# design 1

<file path="src/rtl/mda_adc_pkg.sv">
// Shared definitions for the depth-sensor ADC register interface and its poller.
package mda_adc_pkg;

  localparam int unsigned NUM_CH = 8;
  localparam int unsigned CH_W   = 3;
  localparam int unsigned DATA_W = 12;

  // Slave register map: address 0 is start/channel on write and done on read.
  localparam logic ADDR_START_CH = 1'b0;
  localparam logic ADDR_DONE     = 1'b0;
  localparam logic ADDR_DATA     = 1'b1;

  localparam int unsigned DONE_BIT = 0;

  typedef logic [2:0] state_t;

  localparam state_t ST_IDLE     = 3'd0;
  localparam state_t ST_WR_CLR   = 3'd1;
  localparam state_t ST_WR_START = 3'd2;
  localparam state_t ST_HOLDOFF  = 3'd3;
  localparam state_t ST_POLL     = 3'd4;
  localparam state_t ST_SETTLE   = 3'd5;
  localparam state_t ST_DATA_RD  = 3'd6;
  localparam state_t ST_INTERVAL = 3'd7;

  // Control word written to ADDR_START_CH.
  function automatic logic [15:0] ctrl_word(input logic [CH_W-1:0] ch, input logic start);
    return {12'b0, ch, start};
  endfunction

endpackage

</file>
<file path="src/rtl/mda_next_channel.sv">
// Round-robin channel picker: first set mask bit strictly after cur_ch, modulo 8.
module mda_next_channel
  import mda_adc_pkg::*;
(
  input  logic [NUM_CH-1:0] mask,
  input  logic [CH_W-1:0]   cur_ch,
  output logic [CH_W-1:0]   next_ch,
  output logic              found
);

  logic [CH_W-1:0] idx;

  // Offsets 1..8 from cur_ch; offset 8 wraps onto cur_ch so a lone bit reselects itself.
  always_comb begin
    next_ch = cur_ch;
    found   = 1'b0;
    idx     = '0;
    for (int i = 1; i <= NUM_CH; i++) begin
      idx = cur_ch + CH_W'(i);
      if (!found && mask[idx]) begin
        found   = 1'b1;
        next_ch = idx;
      end
    end
  end

endmodule

</file>
<file path="src/rtl/mda_adc_poller.sv">
// Avalon-MM master that starts ADC conversions, polls done and emits tagged samples.
module mda_adc_poller #(
  parameter int unsigned READ_LATENCY = 2,
  parameter int unsigned HOLDOFF      = 8,
  parameter int unsigned SETTLE       = 4,
  parameter int unsigned POLL_TIMEOUT = 4095
) (
  input  logic        master_clk,
  input  logic        master_reset_n,
  input  logic        enable,
  input  logic [7:0]  ch_mask,
  input  logic [15:0] interval,
  output logic        master_chipselect_n,
  output logic        master_addr,
  output logic        master_read_n,
  output logic        master_write_n,
  output logic [15:0] master_writedata,
  input  logic [15:0] master_readdata,
  output logic        sample_valid,
  output logic [11:0] sample_data,
  output logic [2:0]  sample_ch,
  output logic        timeout_err,
  output logic        busy
);
  import mda_adc_pkg::*;

  localparam int unsigned TMO_CLOG = $clog2(POLL_TIMEOUT + 1);
  localparam int unsigned TMO_W    = (TMO_CLOG > 12) ? TMO_CLOG : 12;
  localparam logic [TMO_W-1:0] TMO_LIMIT = TMO_W'(POLL_TIMEOUT);

  localparam int unsigned CNT_A   = (HOLDOFF > SETTLE) ? HOLDOFF : SETTLE;
  localparam int unsigned CNT_MAX = (CNT_A > READ_LATENCY) ? CNT_A : READ_LATENCY;
  localparam int unsigned CNT_W   = (CNT_MAX > 1) ? $clog2(CNT_MAX) : 1;
  localparam logic [CNT_W-1:0] RD_LOAD     = CNT_W'(READ_LATENCY - 1);
  localparam logic [CNT_W-1:0] HOLD_LOAD   = CNT_W'(HOLDOFF - 1);
  localparam logic [CNT_W-1:0] SETTLE_LOAD = CNT_W'(SETTLE - 1);

  state_t            state_q, state_d;
  logic [CH_W-1:0]   ch_q, ch_d;
  logic [CNT_W-1:0]  cnt_q, cnt_d;
  logic [TMO_W-1:0]  tmo_q, tmo_d;
  logic [15:0]       ivl_q, ivl_d;
  logic              cs_n_q, cs_n_d, rd_n_q, rd_n_d, wr_n_q, wr_n_d;
  logic              addr_q, addr_d;
  logic [15:0]       wdata_q, wdata_d;
  logic              valid_q, valid_d, tmo_err_q, tmo_err_d;
  logic [DATA_W-1:0] sdata_q, sdata_d;
  logic [CH_W-1:0]   sch_q, sch_d;
  logic              enter_ivl;
  logic [CH_W-1:0]   nxt_ch;
  logic              nxt_found;
  logic              unused_readdata;

  assign unused_readdata = ^master_readdata[15:DATA_W];

  mda_next_channel u_next_channel (
    .mask    (ch_mask),
    .cur_ch  (ch_q),
    .next_ch (nxt_ch),
    .found   (nxt_found)
  );

  // Sequencer: a read holds strobes while rd_n_q is low, then uses one capture cycle.
  always_comb begin
    state_d   = state_q;
    ch_d      = ch_q;
    cnt_d     = cnt_q;
    tmo_d     = tmo_q;
    ivl_d     = ivl_q;
    cs_n_d    = cs_n_q;
    rd_n_d    = rd_n_q;
    wr_n_d    = wr_n_q;
    addr_d    = addr_q;
    wdata_d   = wdata_q;
    sdata_d   = sdata_q;
    sch_d     = sch_q;
    valid_d   = 1'b0;
    tmo_err_d = 1'b0;
    enter_ivl = 1'b0;
    case (state_q)
      ST_IDLE: begin
        if (enable && nxt_found) begin
          ch_d    = nxt_ch;
          cs_n_d  = 1'b0;
          wr_n_d  = 1'b0;
          addr_d  = ADDR_START_CH;
          wdata_d = ctrl_word(nxt_ch, 1'b0);
          state_d = ST_WR_CLR;
        end
      end
      ST_WR_CLR: begin
        // Start bit low first so the following write is always a fresh rising edge.
        wdata_d = ctrl_word(ch_q, 1'b1);
        state_d = ST_WR_START;
      end
      ST_WR_START: begin
        cs_n_d  = 1'b1;
        wr_n_d  = 1'b1;
        cnt_d   = HOLD_LOAD;
        state_d = ST_HOLDOFF;
      end
      ST_HOLDOFF: begin
        if (cnt_q == '0) begin
          tmo_d   = '0;
          cs_n_d  = 1'b0;
          rd_n_d  = 1'b0;
          addr_d  = ADDR_DONE;
          cnt_d   = RD_LOAD;
          state_d = ST_POLL;
        end else begin
          cnt_d = cnt_q - 1'b1;
        end
      end
      ST_POLL: begin
        if (tmo_q != '1) tmo_d = tmo_q + 1'b1;
        if (!rd_n_q) begin
          if (cnt_q == '0) begin
            cs_n_d = 1'b1;
            rd_n_d = 1'b1;
          end else begin
            cnt_d = cnt_q - 1'b1;
          end
        end else if (master_readdata[DONE_BIT]) begin
          cnt_d   = SETTLE_LOAD;
          state_d = ST_SETTLE;
        end else if (tmo_q >= TMO_LIMIT) begin
          tmo_err_d = 1'b1;
          enter_ivl = 1'b1;
        end else begin
          cs_n_d = 1'b0;
          rd_n_d = 1'b0;
          cnt_d  = RD_LOAD;
        end
      end
      ST_SETTLE: begin
        if (cnt_q == '0) begin
          cs_n_d  = 1'b0;
          rd_n_d  = 1'b0;
          addr_d  = ADDR_DATA;
          cnt_d   = RD_LOAD;
          state_d = ST_DATA_RD;
        end else begin
          cnt_d = cnt_q - 1'b1;
        end
      end
      ST_DATA_RD: begin
        if (!rd_n_q) begin
          if (cnt_q == '0) begin
            cs_n_d = 1'b1;
            rd_n_d = 1'b1;
          end else begin
            cnt_d = cnt_q - 1'b1;
          end
        end else begin
          sdata_d   = master_readdata[DATA_W-1:0];
          sch_d     = ch_q;
          valid_d   = 1'b1;
          enter_ivl = 1'b1;
        end
      end
      ST_INTERVAL: begin
        if (ivl_q == '0) state_d = ST_IDLE;
        else             ivl_d   = ivl_q - 16'd1;
      end
      default: state_d = ST_IDLE;
    endcase
    // interval is sampled here only; zero skips the INTERVAL state entirely.
    if (enter_ivl) begin
      if (interval == '0) begin
        state_d = ST_IDLE;
      end else begin
        ivl_d   = interval - 16'd1;
        state_d = ST_INTERVAL;
      end
    end
  end

  // State and registered outputs; reset drops all strobes immediately.
  always_ff @(posedge master_clk or negedge master_reset_n) begin
    if (!master_reset_n) begin
      state_q   <= ST_IDLE;
      ch_q      <= 3'd7;
      cnt_q     <= '0;
      tmo_q     <= '0;
      ivl_q     <= '0;
      cs_n_q    <= 1'b1;
      rd_n_q    <= 1'b1;
      wr_n_q    <= 1'b1;
      addr_q    <= 1'b0;
      wdata_q   <= '0;
      valid_q   <= 1'b0;
      sdata_q   <= '0;
      sch_q     <= '0;
      tmo_err_q <= 1'b0;
    end else begin
      state_q   <= state_d;
      ch_q      <= ch_d;
      cnt_q     <= cnt_d;
      tmo_q     <= tmo_d;
      ivl_q     <= ivl_d;
      cs_n_q    <= cs_n_d;
      rd_n_q    <= rd_n_d;
      wr_n_q    <= wr_n_d;
      addr_q    <= addr_d;
      wdata_q   <= wdata_d;
      valid_q   <= valid_d;
      sdata_q   <= sdata_d;
      sch_q     <= sch_d;
      tmo_err_q <= tmo_err_d;
    end
  end

  assign master_chipselect_n = cs_n_q;
  assign master_read_n       = rd_n_q;
  assign master_write_n      = wr_n_q;
  assign master_addr         = addr_q;
  assign master_writedata    = wdata_q;
  assign sample_valid        = valid_q;
  assign sample_data         = sdata_q;
  assign sample_ch           = sch_q;
  assign timeout_err         = tmo_err_q;
  assign busy                = (state_q != ST_IDLE);

endmodule

</file>
<file path="config.mk">
export PLATFORM = sky130hd
export DESIGN_NAME = mda_adc_poller
export DESIGN_NICKNAME = d
export VERILOG_FILES = /design/src/rtl/mda_adc_pkg.sv /design/src/rtl/mda_next_channel.sv /design/src/rtl/mda_adc_poller.sv
export SDC_FILE = /design/constraint.sdc
export NUM_CORES = 1
export LEC_CHECK = 0
export CAP_MARGIN = 25
export CORE_UTILIZATION = 58
export CTS_CLUSTER_DIAMETER = 150
export DETAILED_ROUTE_END_ITERATION = 8
export MAX_ROUTING_LAYER = met4
export PLACE_DENSITY = 0.91
export SLEW_MARGIN = 20
export SYNTH_ARGS = -nofsm -noshare
export SYNTH_HDL_FRONTEND = slang
export SYNTH_HIERARCHICAL = 1
export SYNTH_SLANG_ARGS = --single-unit
</file>
<file path="constraint.sdc">
create_clock -name master_clk -period 7.7 [get_ports master_clk]
set_clock_uncertainty 0.1 [all_clocks]
set_input_delay 1.155 -clock master_clk [delete_from_list [all_inputs] [get_ports master_clk]]
set_output_delay 1.155 -clock master_clk [all_outputs]
set_load 0.02 [all_outputs]
</file>
# design 2

--- src/rtl/muldiv_unit_pkg.sv ---
// Shared definitions for the RV32M iterative multiply/divide unit:
// func3 op codes, the M-extension funct7 code, FSM state encoding and a
// small two's-complement helper.
package muldiv_unit_pkg;

  localparam int XLEN       = 32;
  localparam int ITER_CNT_W = 6;

  localparam logic [2:0] MULDIV_OP_MUL    = 3'b000;
  localparam logic [2:0] MULDIV_OP_MULH   = 3'b001;
  localparam logic [2:0] MULDIV_OP_MULHSU = 3'b010;
  localparam logic [2:0] MULDIV_OP_MULHU  = 3'b011;
  localparam logic [2:0] MULDIV_OP_DIV    = 3'b100;
  localparam logic [2:0] MULDIV_OP_DIVU   = 3'b101;
  localparam logic [2:0] MULDIV_OP_REM    = 3'b110;
  localparam logic [2:0] MULDIV_OP_REMU   = 3'b111;

  localparam logic [6:0] FUNCT7_MULDIV = 7'b0000001;

  typedef enum logic [1:0] {
    MD_STATE_IDLE = 2'd0,
    MD_STATE_CALC = 2'd1,
    MD_STATE_DONE = 2'd2
  } md_state_t;

  // Conditionally negate a 32-bit value (two's complement).
  function automatic logic [31:0] neg_if(input logic neg, input logic [31:0] v);
    return neg ? (~v + 32'd1) : v;
  endfunction

endpackage

--- src/rtl/muldiv_iter_step.sv ---
// One combinational iteration of the multiply/divide datapath.
// Multiply: acc = {hi, lo}; lo holds the remaining multiplier bits and the
//   multiplicand (i_opd) is added into hi when lo[0] is set, then the whole
//   65-bit {carry, hi, lo} shifts right by one.
// Divide (restoring): acc = {rem, quo}; {rem, quo} shifts left by one, the
//   divisor (i_opd) is trial-subtracted from rem and the quotient bit is set
//   when the difference is non-negative.
module muldiv_iter_step (
  input  logic        i_is_div,
  input  logic [63:0] i_acc,
  input  logic [31:0] i_opd,
  output logic [63:0] o_acc
);

  logic [32:0] w_sum;
  logic [32:0] w_rem_sh;
  logic        w_ge;
  logic [31:0] w_diff;

  assign w_sum    = {1'b0, i_acc[63:32]} + (i_acc[0] ? {1'b0, i_opd} : 33'd0);
  assign w_rem_sh = {i_acc[63:32], i_acc[31]};
  assign w_ge     = (w_rem_sh >= {1'b0, i_opd});
  // When w_ge holds the true difference is below the divisor, so 32 bits suffice.
  assign w_diff   = w_rem_sh[31:0] - i_opd;

  // Select the shift-add or restoring-divide step result.
  always_comb begin
    o_acc = {w_sum, i_acc[31:1]};
    if (i_is_div) begin
      if (w_ge) o_acc = {w_diff, i_acc[30:0], 1'b1};
      else      o_acc = {w_rem_sh[31:0], i_acc[30:0], 1'b0};
    end
  end

endmodule

--- src/rtl/muldiv_unit.sv ---
// RV32M multiply/divide execution unit. Operands are converted to
// magnitudes at launch, a 32-iteration shift-add or restoring-divide runs in
// CALC, and the sign fix-up is applied on the way into DONE. Divide by zero
// and signed overflow skip CALC entirely.
// Optional macro FAST_MUL_EN: multiplies finish in one cycle using a single
// 33x33 signed multiply at launch; divides are unaffected.
module muldiv_unit
  import muldiv_unit_pkg::*;
(
  input  logic        clk,
  input  logic        rst_n,
  input  logic        start,
  input  logic [2:0]  func3,
  input  logic [31:0] op_a,
  input  logic [31:0] op_b,
  input  logic        flush,
  output logic        busy,
  output logic        done,
  output logic [31:0] result,
  output logic [1:0]  o_dbg_state
);

  md_state_t             r_state;
  logic [2:0]            r_func3;
  logic                  r_sign_a;
  logic                  r_sign_b;
  logic [63:0]           r_acc;
  logic [31:0]           r_opd;
  logic [ITER_CNT_W-1:0] r_cnt;
  logic [31:0]           r_fin;
  logic [31:0]           r_result;

  logic        w_sa;
  logic        w_sb;
  logic [31:0] w_mag_a;
  logic [31:0] w_mag_b;
  logic        w_div_zero;
  logic        w_div_ovf;
  logic        w_special;
  logic [31:0] w_special_val;
  logic [63:0] w_step_acc;
  logic [63:0] w_prod;
  logic [31:0] w_quo;
  logic [31:0] w_rem;
  logic [31:0] w_final;

  // Launch-side decode: which operands are signed, and their magnitudes.
  assign w_sa = op_a[31] & ((func3 == MULDIV_OP_MULH) | (func3 == MULDIV_OP_MULHSU) |
                            (func3 == MULDIV_OP_DIV)  | (func3 == MULDIV_OP_REM));
  assign w_sb = op_b[31] & ((func3 == MULDIV_OP_MULH) | (func3 == MULDIV_OP_DIV) |
                            (func3 == MULDIV_OP_REM));
  assign w_mag_a = neg_if(w_sa, op_a);
  assign w_mag_b = neg_if(w_sb, op_b);

  assign w_div_zero = func3[2] & (op_b == 32'd0);
  assign w_div_ovf  = ((func3 == MULDIV_OP_DIV) | (func3 == MULDIV_OP_REM)) &
                      (op_a == 32'h8000_0000) & (op_b == 32'hFFFF_FFFF);

`ifdef FAST_MUL_EN
  logic [32:0]        w_fa;
  logic [32:0]        w_fb;
  logic signed [63:0] w_fast_prod;
  logic [31:0]        w_fast_val;

  assign w_fa        = {w_sa, op_a};
  assign w_fb        = {w_sb, op_b};
  assign w_fast_prod = $signed({{31{w_fa[32]}}, w_fa}) * $signed({{31{w_fb[32]}}, w_fb});
  assign w_fast_val  = (func3 == MULDIV_OP_MUL) ? w_fast_prod[31:0] : w_fast_prod[63:32];
  assign w_special   = w_div_zero | w_div_ovf | ~func3[2];
`else
  assign w_special   = w_div_zero | w_div_ovf;
`endif

  // Result for operations that bypass the iterative path.
  always_comb begin
    w_special_val = 32'd0;
    if (w_div_zero)     w_special_val = func3[1] ? op_a  : 32'hFFFF_FFFF;
    else if (w_div_ovf) w_special_val = func3[1] ? 32'd0 : 32'h8000_0000;
`ifdef FAST_MUL_EN
    if (!func3[2])      w_special_val = w_fast_val;
`endif
  end

  muldiv_iter_step u_step (
    .i_is_div (r_func3[2]),
    .i_acc    (r_acc),
    .i_opd    (r_opd),
    .o_acc    (w_step_acc)
  );

  // Sign fix-up applied to the value produced by the final iteration.
  assign w_prod = (r_sign_a ^ r_sign_b) ? (~w_step_acc + 64'd1) : w_step_acc;
  assign w_quo  = neg_if(r_sign_a ^ r_sign_b, w_step_acc[31:0]);
  assign w_rem  = neg_if(r_sign_a, w_step_acc[63:32]);

  // Pick the architectural result for the latched op.
  always_comb begin
    w_final = w_rem;
    case (r_func3)
      MULDIV_OP_MUL:                                     w_final = w_prod[31:0];
      MULDIV_OP_MULH, MULDIV_OP_MULHSU, MULDIV_OP_MULHU: w_final = w_prod[63:32];
      MULDIV_OP_DIV, MULDIV_OP_DIVU:                     w_final = w_quo;
      default:                                           w_final = w_rem;
    endcase
  end

  // Control FSM plus the iteration datapath registers.
  always_ff @(posedge clk) begin
    if (!rst_n) begin
      r_state  <= MD_STATE_IDLE;
      r_func3  <= 3'd0;
      r_sign_a <= 1'b0;
      r_sign_b <= 1'b0;
      r_acc    <= 64'd0;
      r_opd    <= 32'd0;
      r_cnt    <= '0;
      r_fin    <= 32'd0;
      r_result <= 32'd0;
    end else begin
      case (r_state)
        MD_STATE_IDLE: begin
          if (start && !flush) begin
            r_func3  <= func3;
            r_sign_a <= w_sa;
            r_sign_b <= w_sb;
            r_cnt    <= '0;
            if (func3[2]) begin
              r_acc <= {32'd0, w_mag_a};
              r_opd <= w_mag_b;
            end else begin
              r_acc <= {32'd0, w_mag_b};
              r_opd <= w_mag_a;
            end
            if (w_special) begin
              r_fin   <= w_special_val;
              r_state <= MD_STATE_DONE;
            end else begin
              r_state <= MD_STATE_CALC;
            end
          end
        end
        MD_STATE_CALC: begin
          if (flush) begin
            r_state <= MD_STATE_IDLE;
          end else begin
            r_acc <= w_step_acc;
            r_cnt <= r_cnt + {{(ITER_CNT_W-1){1'b0}}, 1'b1};
            if (r_cnt == ITER_CNT_W'(XLEN - 1)) begin
              r_fin   <= w_final;
              r_state <= MD_STATE_DONE;
            end
          end
        end
        MD_STATE_DONE: begin
          // A flushed op never becomes architecturally visible.
          if (!flush) r_result <= r_fin;
          r_state <= MD_STATE_IDLE;
        end
        default: r_state <= MD_STATE_IDLE;
      endcase
    end
  end

  // The done pulse and its result are killed by a same-cycle flush.
  assign busy        = (r_state != MD_STATE_IDLE);
  assign done        = (r_state == MD_STATE_DONE) && !flush;
  assign result      = done ? r_fin : r_result;
  assign o_dbg_state = r_state;

endmodule

--- config.mk ---
export PLATFORM = sky130hd
export DESIGN_NAME = muldiv_unit
export DESIGN_NICKNAME = d
export VERILOG_FILES = /design/src/rtl/muldiv_unit_pkg.sv /design/src/rtl/muldiv_iter_step.sv /design/src/rtl/muldiv_unit.sv
export SDC_FILE = /design/constraint.sdc
export NUM_CORES = 1
export LEC_CHECK = 0
export ABC_AREA = 1
export ABC_CLOCK_PERIOD_IN_PS = 7500
export CAP_MARGIN = 0
export CORE_MARGIN = 5
export CORE_UTILIZATION = 45
export DETAILED_ROUTE_END_ITERATION = 10
export RECOVER_POWER = 100
export SKIP_CTS_REPAIR_TIMING = 1
export SLEW_MARGIN = 40
export SYNTH_ARGS = -nofsm -noshare
export SYNTH_HDL_FRONTEND = slang
export SYNTH_SLANG_ARGS = --single-unit
--- constraint.sdc ---
create_clock -name clk -period 7.5 [get_ports clk]
set_clock_uncertainty 0.2 [all_clocks]
set_input_delay 0.75 -clock clk [delete_from_list [all_inputs] [get_ports clk]]
set_output_delay 0.75 -clock clk [all_outputs]
set_load 0.05 [all_outputs]
design_2/met4.png
Bar = 50 microns.
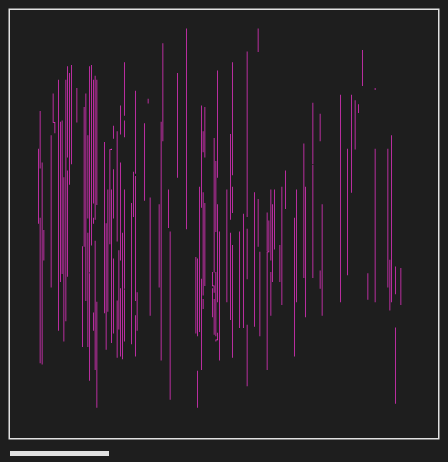
The longest straight run is 126 microns. 122 nets have wire on it.
total vias in the final route: 22.8k
total wire length after detailed routing: 87.4 mm

==> run summary, design 2 <==
The synthesis and PnR run went through. Measured against the total synthesized area, the mux share comes to 0.00106. Post-synthesis async set-or-reset flop share landed at 0. Looking at hold timing, the worst path starts from r_cnt[5]. The number of maximum-capacitance violations recorded for the run is 2.

Reported leakage power landed at 0.0103 uW. The final report gives the standard cell area, fillers excluded, as 20,900 sq um. Once detailed placement completed, the half-perimeter wirelength came to 71.3 mm.

Total DRC errors in the routed layout landed at 0. Part of the power in the clock network landed at 0.238. Number of diodes landed at 2. Fraction of the core area covered by cells at the end of the flow landed at 0.500. TritonRoute output was used to compute an average wire per cell of 22.3 microns. Of the synthesized area, sequential elements account for 0.183. Maximum clock frequency landed at 0.160 GHz. The register with the most flip-flops in the final layout is r_acc.

Total number of sequential cells landed at 173. The fraction of final cell area spent on clock buffers and inverters in this run is 0.0294. Worst hold slack landed at 268 ps. Before any placement, the netlist area is recorded as 18,900 sq um. The final timing report gives a worst setup slack of 1230 ps.

The largest single stage delay on the critical path is 1110 ps. Pin count of the biggest net entering global routing landed at 98. The final layout contains 3,506 nets.

Fill cell instance count of the final layout landed at 4,516. TritonCTS built the clock tree. The share of total power dissipated in sequential elements is 0.261.

After detailed placement, the total cell area comes to 20,300 sq um. The share of synthesized area in the top cell type comes to 0.183. Internal power landed at 2080 uW. Per the STA report, the cell with the highest stage delay on the worst path is sky130_fd_sc_hd__nand2_1. The flow ran to the end, but the final reports show violations.

The final reports fail on max-capacitance violations, max-slew violations. Initial cell density of the core landed at 0.453. The die covers 46,300 sq um. STA classifies the critical path startpoint as a flip-flop.

The global routing report lists combined usage of all routing layers as 0.366. Flip-flop count of the largest register, all copies and words added landed at 64. Number of pins exceeding their max-slew limit in the final report landed at 131.
==> design 2: power groups by stage <==
stage / logic, uW / registers (uW) / clock network [uW]
finish: 2040 / 1060 / 968
global route: 2210 / 1070 / 1020
CTS: 2000 / 1060 / 974
detailed placement: 1990 / 1080 / 0
global placement: 1980 / 1080 / 0
floorplan: 1390 / 1050 / 0
==> design 2: logic make-up (layout without fill, tap and decap cells) <==
logic type               after synthesis  count (layout)
adder cells (fa/ha/maj)               72              72
XOR/XNOR                              95              95
other                                  0               2
buffers and inverters                669             704
AND-OR/OR-AND                        653             653
multiplexers                           2               2
flip-flops                           173             173
AND/OR/NAND/NOR                     1677            1677
==> design 2: per-layer routing <==
metal | up-vias | wire length [microns]
li1 | 10800 | -
met1 | 10400 | 35400
met2 | 1297 | 36400
met3 | 282 | 9200
met4 | 2 | 6300
met5 | - | 13
==> design 2: worst min-delay path by stage <==
stage                  to  slack (ps)  cells after the start
2_1_floorplan  r_func3[0]         230                      2
3_3_place_gp     r_cnt[5]         250                      2
3_5_place_dp     r_cnt[5]         250                      2
4_1_cts          r_cnt[5]         270                      2
5_1_grt          r_acc[7]         300                      2
6_report         r_cnt[5]         270                      2
design_1/final_clocks.png
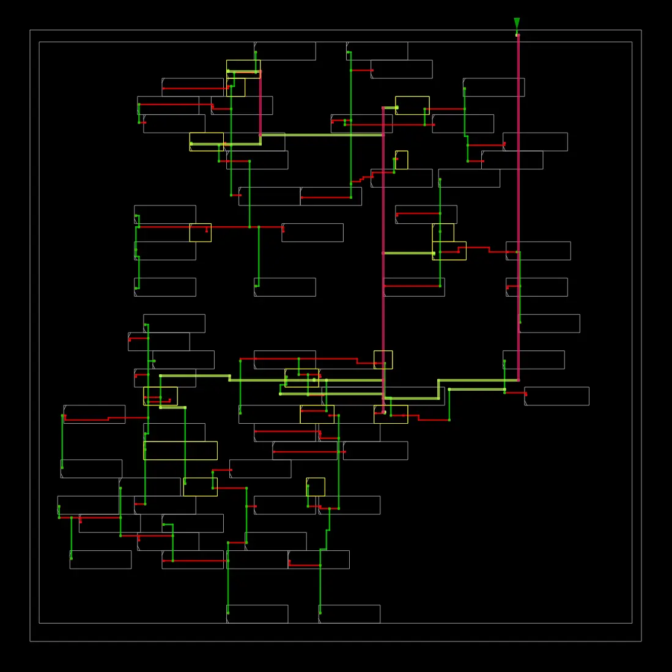
clock network power: 286 uW
Skew-Pair Late Insertion Delay: 350 ps
number of sequential cells in the layout: 62

==> run summary, design 1 <==
The synthesis and PnR run went through. The flow ran to the end, and the final reports show no timing, DRC or antenna violations. The power report attributes to the combinational group a share of 0.565. TritonCTS built the clock tree. Routing resource usage on met1 recorded by global route was 0.321.

The slowest stage of the critical path belongs to the cell sky130_fd_sc_hd__mux4_1. In this run the critical path is formed by inv_1 -> ha_1 -> mux4_1 -> mux2i_4 -> nand2_1 -> or3_4 -> nand4b_1 -> nand2_1 -> a221o_1 -> a22oi_1 -> o32a_1 -> o211a_1. Fraction of the mapped netlist area in adder cells landed at 0.0242. Count of boundary I/O pins landed at 81. Non-clock buffer share of cell area landed at 0.119. Dividing the final minimum period by the clock period gives 0.580. The finished cells cover 5460 sq um. Per report_power, the top consumer among the power groups is combinational cells. Global route summary, busiest routing layer listed as met2. Buffer count from post-CTS setup fixing landed at 0.

The horizontal die dimension reported for this design is 91.6 microns. The biggest slice of the area belongs to combinational gates. At the worst endpoint, the required time is 7830 ps. Looking at the critical path, the highest net fanout was 13. The cell-mix breakdown from Yosys lists the simple-gate area share as 0.216. Nets still carrying antenna violations after routing amount to 0.

For this design, the CTS-stage hold fixing added 0 buffers. The OpenROAD report gives the critical path a data arrival time of 4590 ps. Ranked by instance count, the synthesized netlist is headed by sky130_fd_sc_hd__dfrtp_1 (56), sky130_fd_sc_hd__nor2_1 (40), sky130_fd_sc_hd__nand2_1 (39), sky130_fd_sc_hd__mux2_2 (22), sky130_fd_sc_hd__a21oi_1 (20). In this run, the synthesized area fraction spent on xor and xnor cells is recorded as 0.0715. Checking max transition, the worst relative margin is 0.426. Reported leakage power landed at 0.00216 uW. Setup repair after global routing left no endpoint under its margin.
## design 1: final timing paths
check,startpoint,end,depth (start not counted)
max,ch_q[0],state_q[0],12
min,master_writedata[3],master_writedata[3],2
max reg2reg,ch_q[0],state_q[0],12
min reg2reg,master_writedata[3],master_writedata[3],2
max in group asynchronous,master_reset_n,ivl_q[0],2
min in group asynchronous,master_reset_n,tmo_q[6],2
## design 1: cells in the final DEF, fill, tap and decap left out, types with 11 or more instances in the layout
master and n:
sky130_fd_sc_hd__xor2_1 19, sky130_fd_sc_hd__a21oi_1 20, sky130_fd_sc_hd__dfrtp_1 56, sky130_fd_sc_hd__conb_1 12, sky130_fd_sc_hd__mux2i_1 13, sky130_fd_sc_hd__mux2_2 22, sky130_fd_sc_hd__o21ai_0 11, sky130_fd_sc_hd__nand2_1 39
sky130_fd_sc_hd__nor3_1 11, sky130_fd_sc_hd__xnor2_1 19, sky130_fd_sc_hd__inv_1 16, sky130_fd_sc_hd__clkdlybuf4s50_1 63, sky130_fd_sc_hd__nor2_1 40, sky130_fd_sc_hd__nand3_1 13

==> notes/layouts.md <==
Pictures saved along the way, in no particular order.

Clock distribution.
image #1
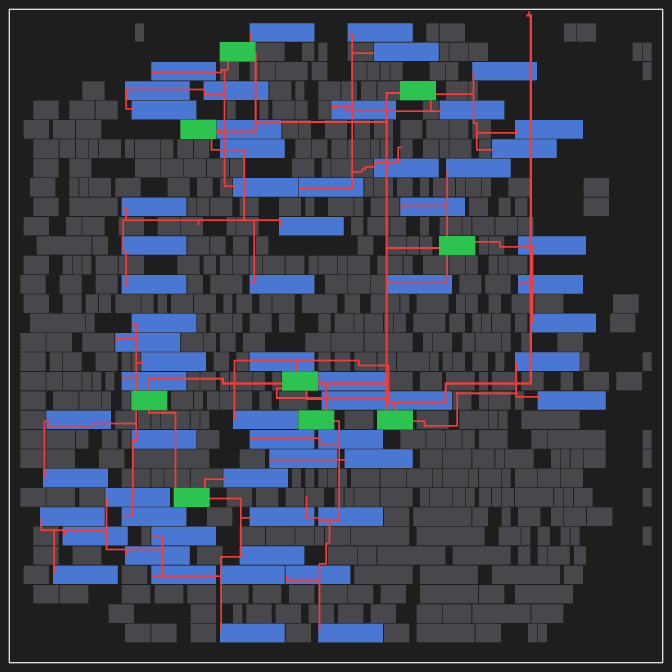
image #2
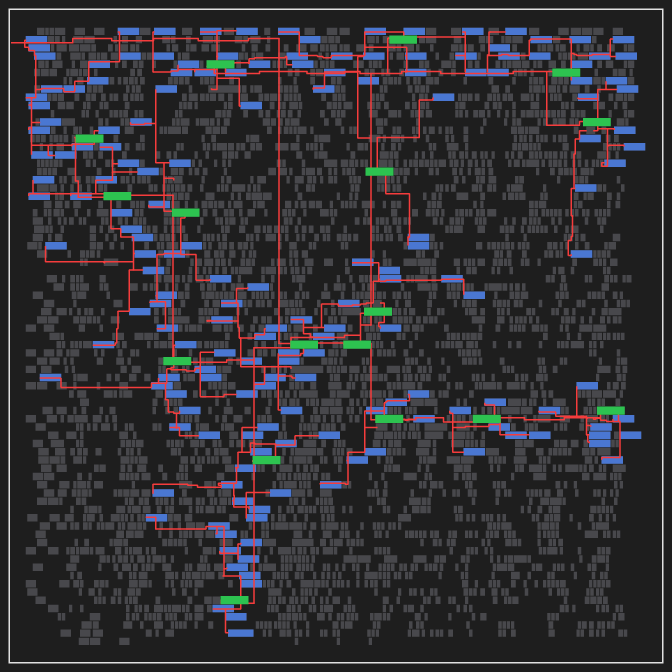
Design 1 is image #1.
Design 2 is image #2.
Of these, most sequential cells: image #2

Key to image #1:
Blue stands for flip-flops, count 62. Green stands for cells driving clock nets, count 9. Red stands for clock wires, length 820 microns.
There are 10 routed clock nets.



==> screenshots <==
Cell sizes after repair.
Plate I
Bar = 50 microns.
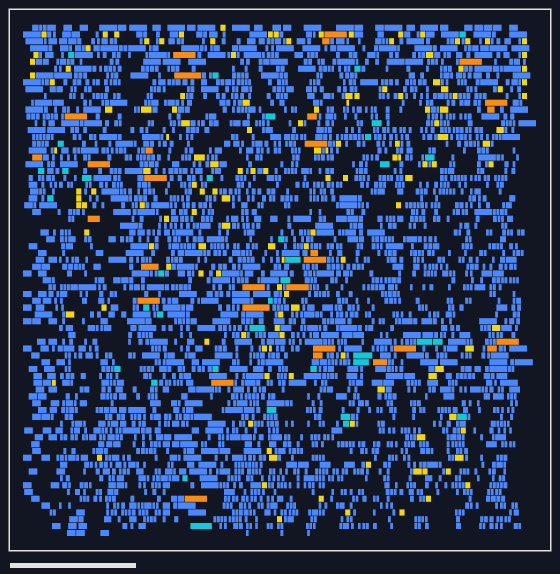
Plate II
Bar = 20 microns.
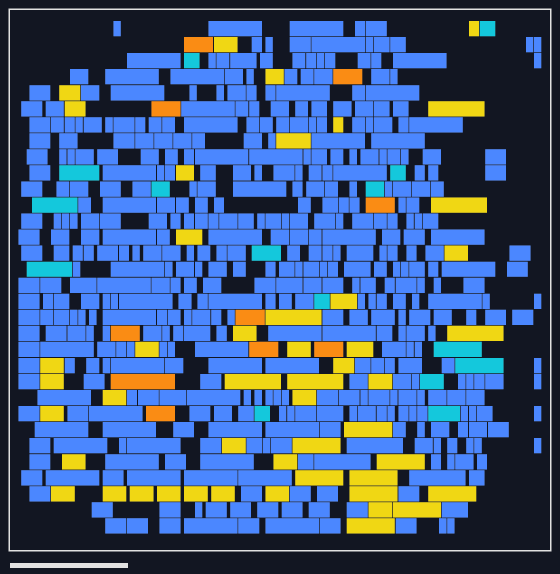
- Plate II = design 1
- Plate I = design 2

Key to Plate II:
Blue stands for drive 1 or less, cells 463. Cyan stands for drive 3 to 4, cells 15. Yellow stands for drive 2, cells 48. Orange stands for drive 6 and up, cells 10.

No activity file was given, so power comes from the tool's default toggle rates.
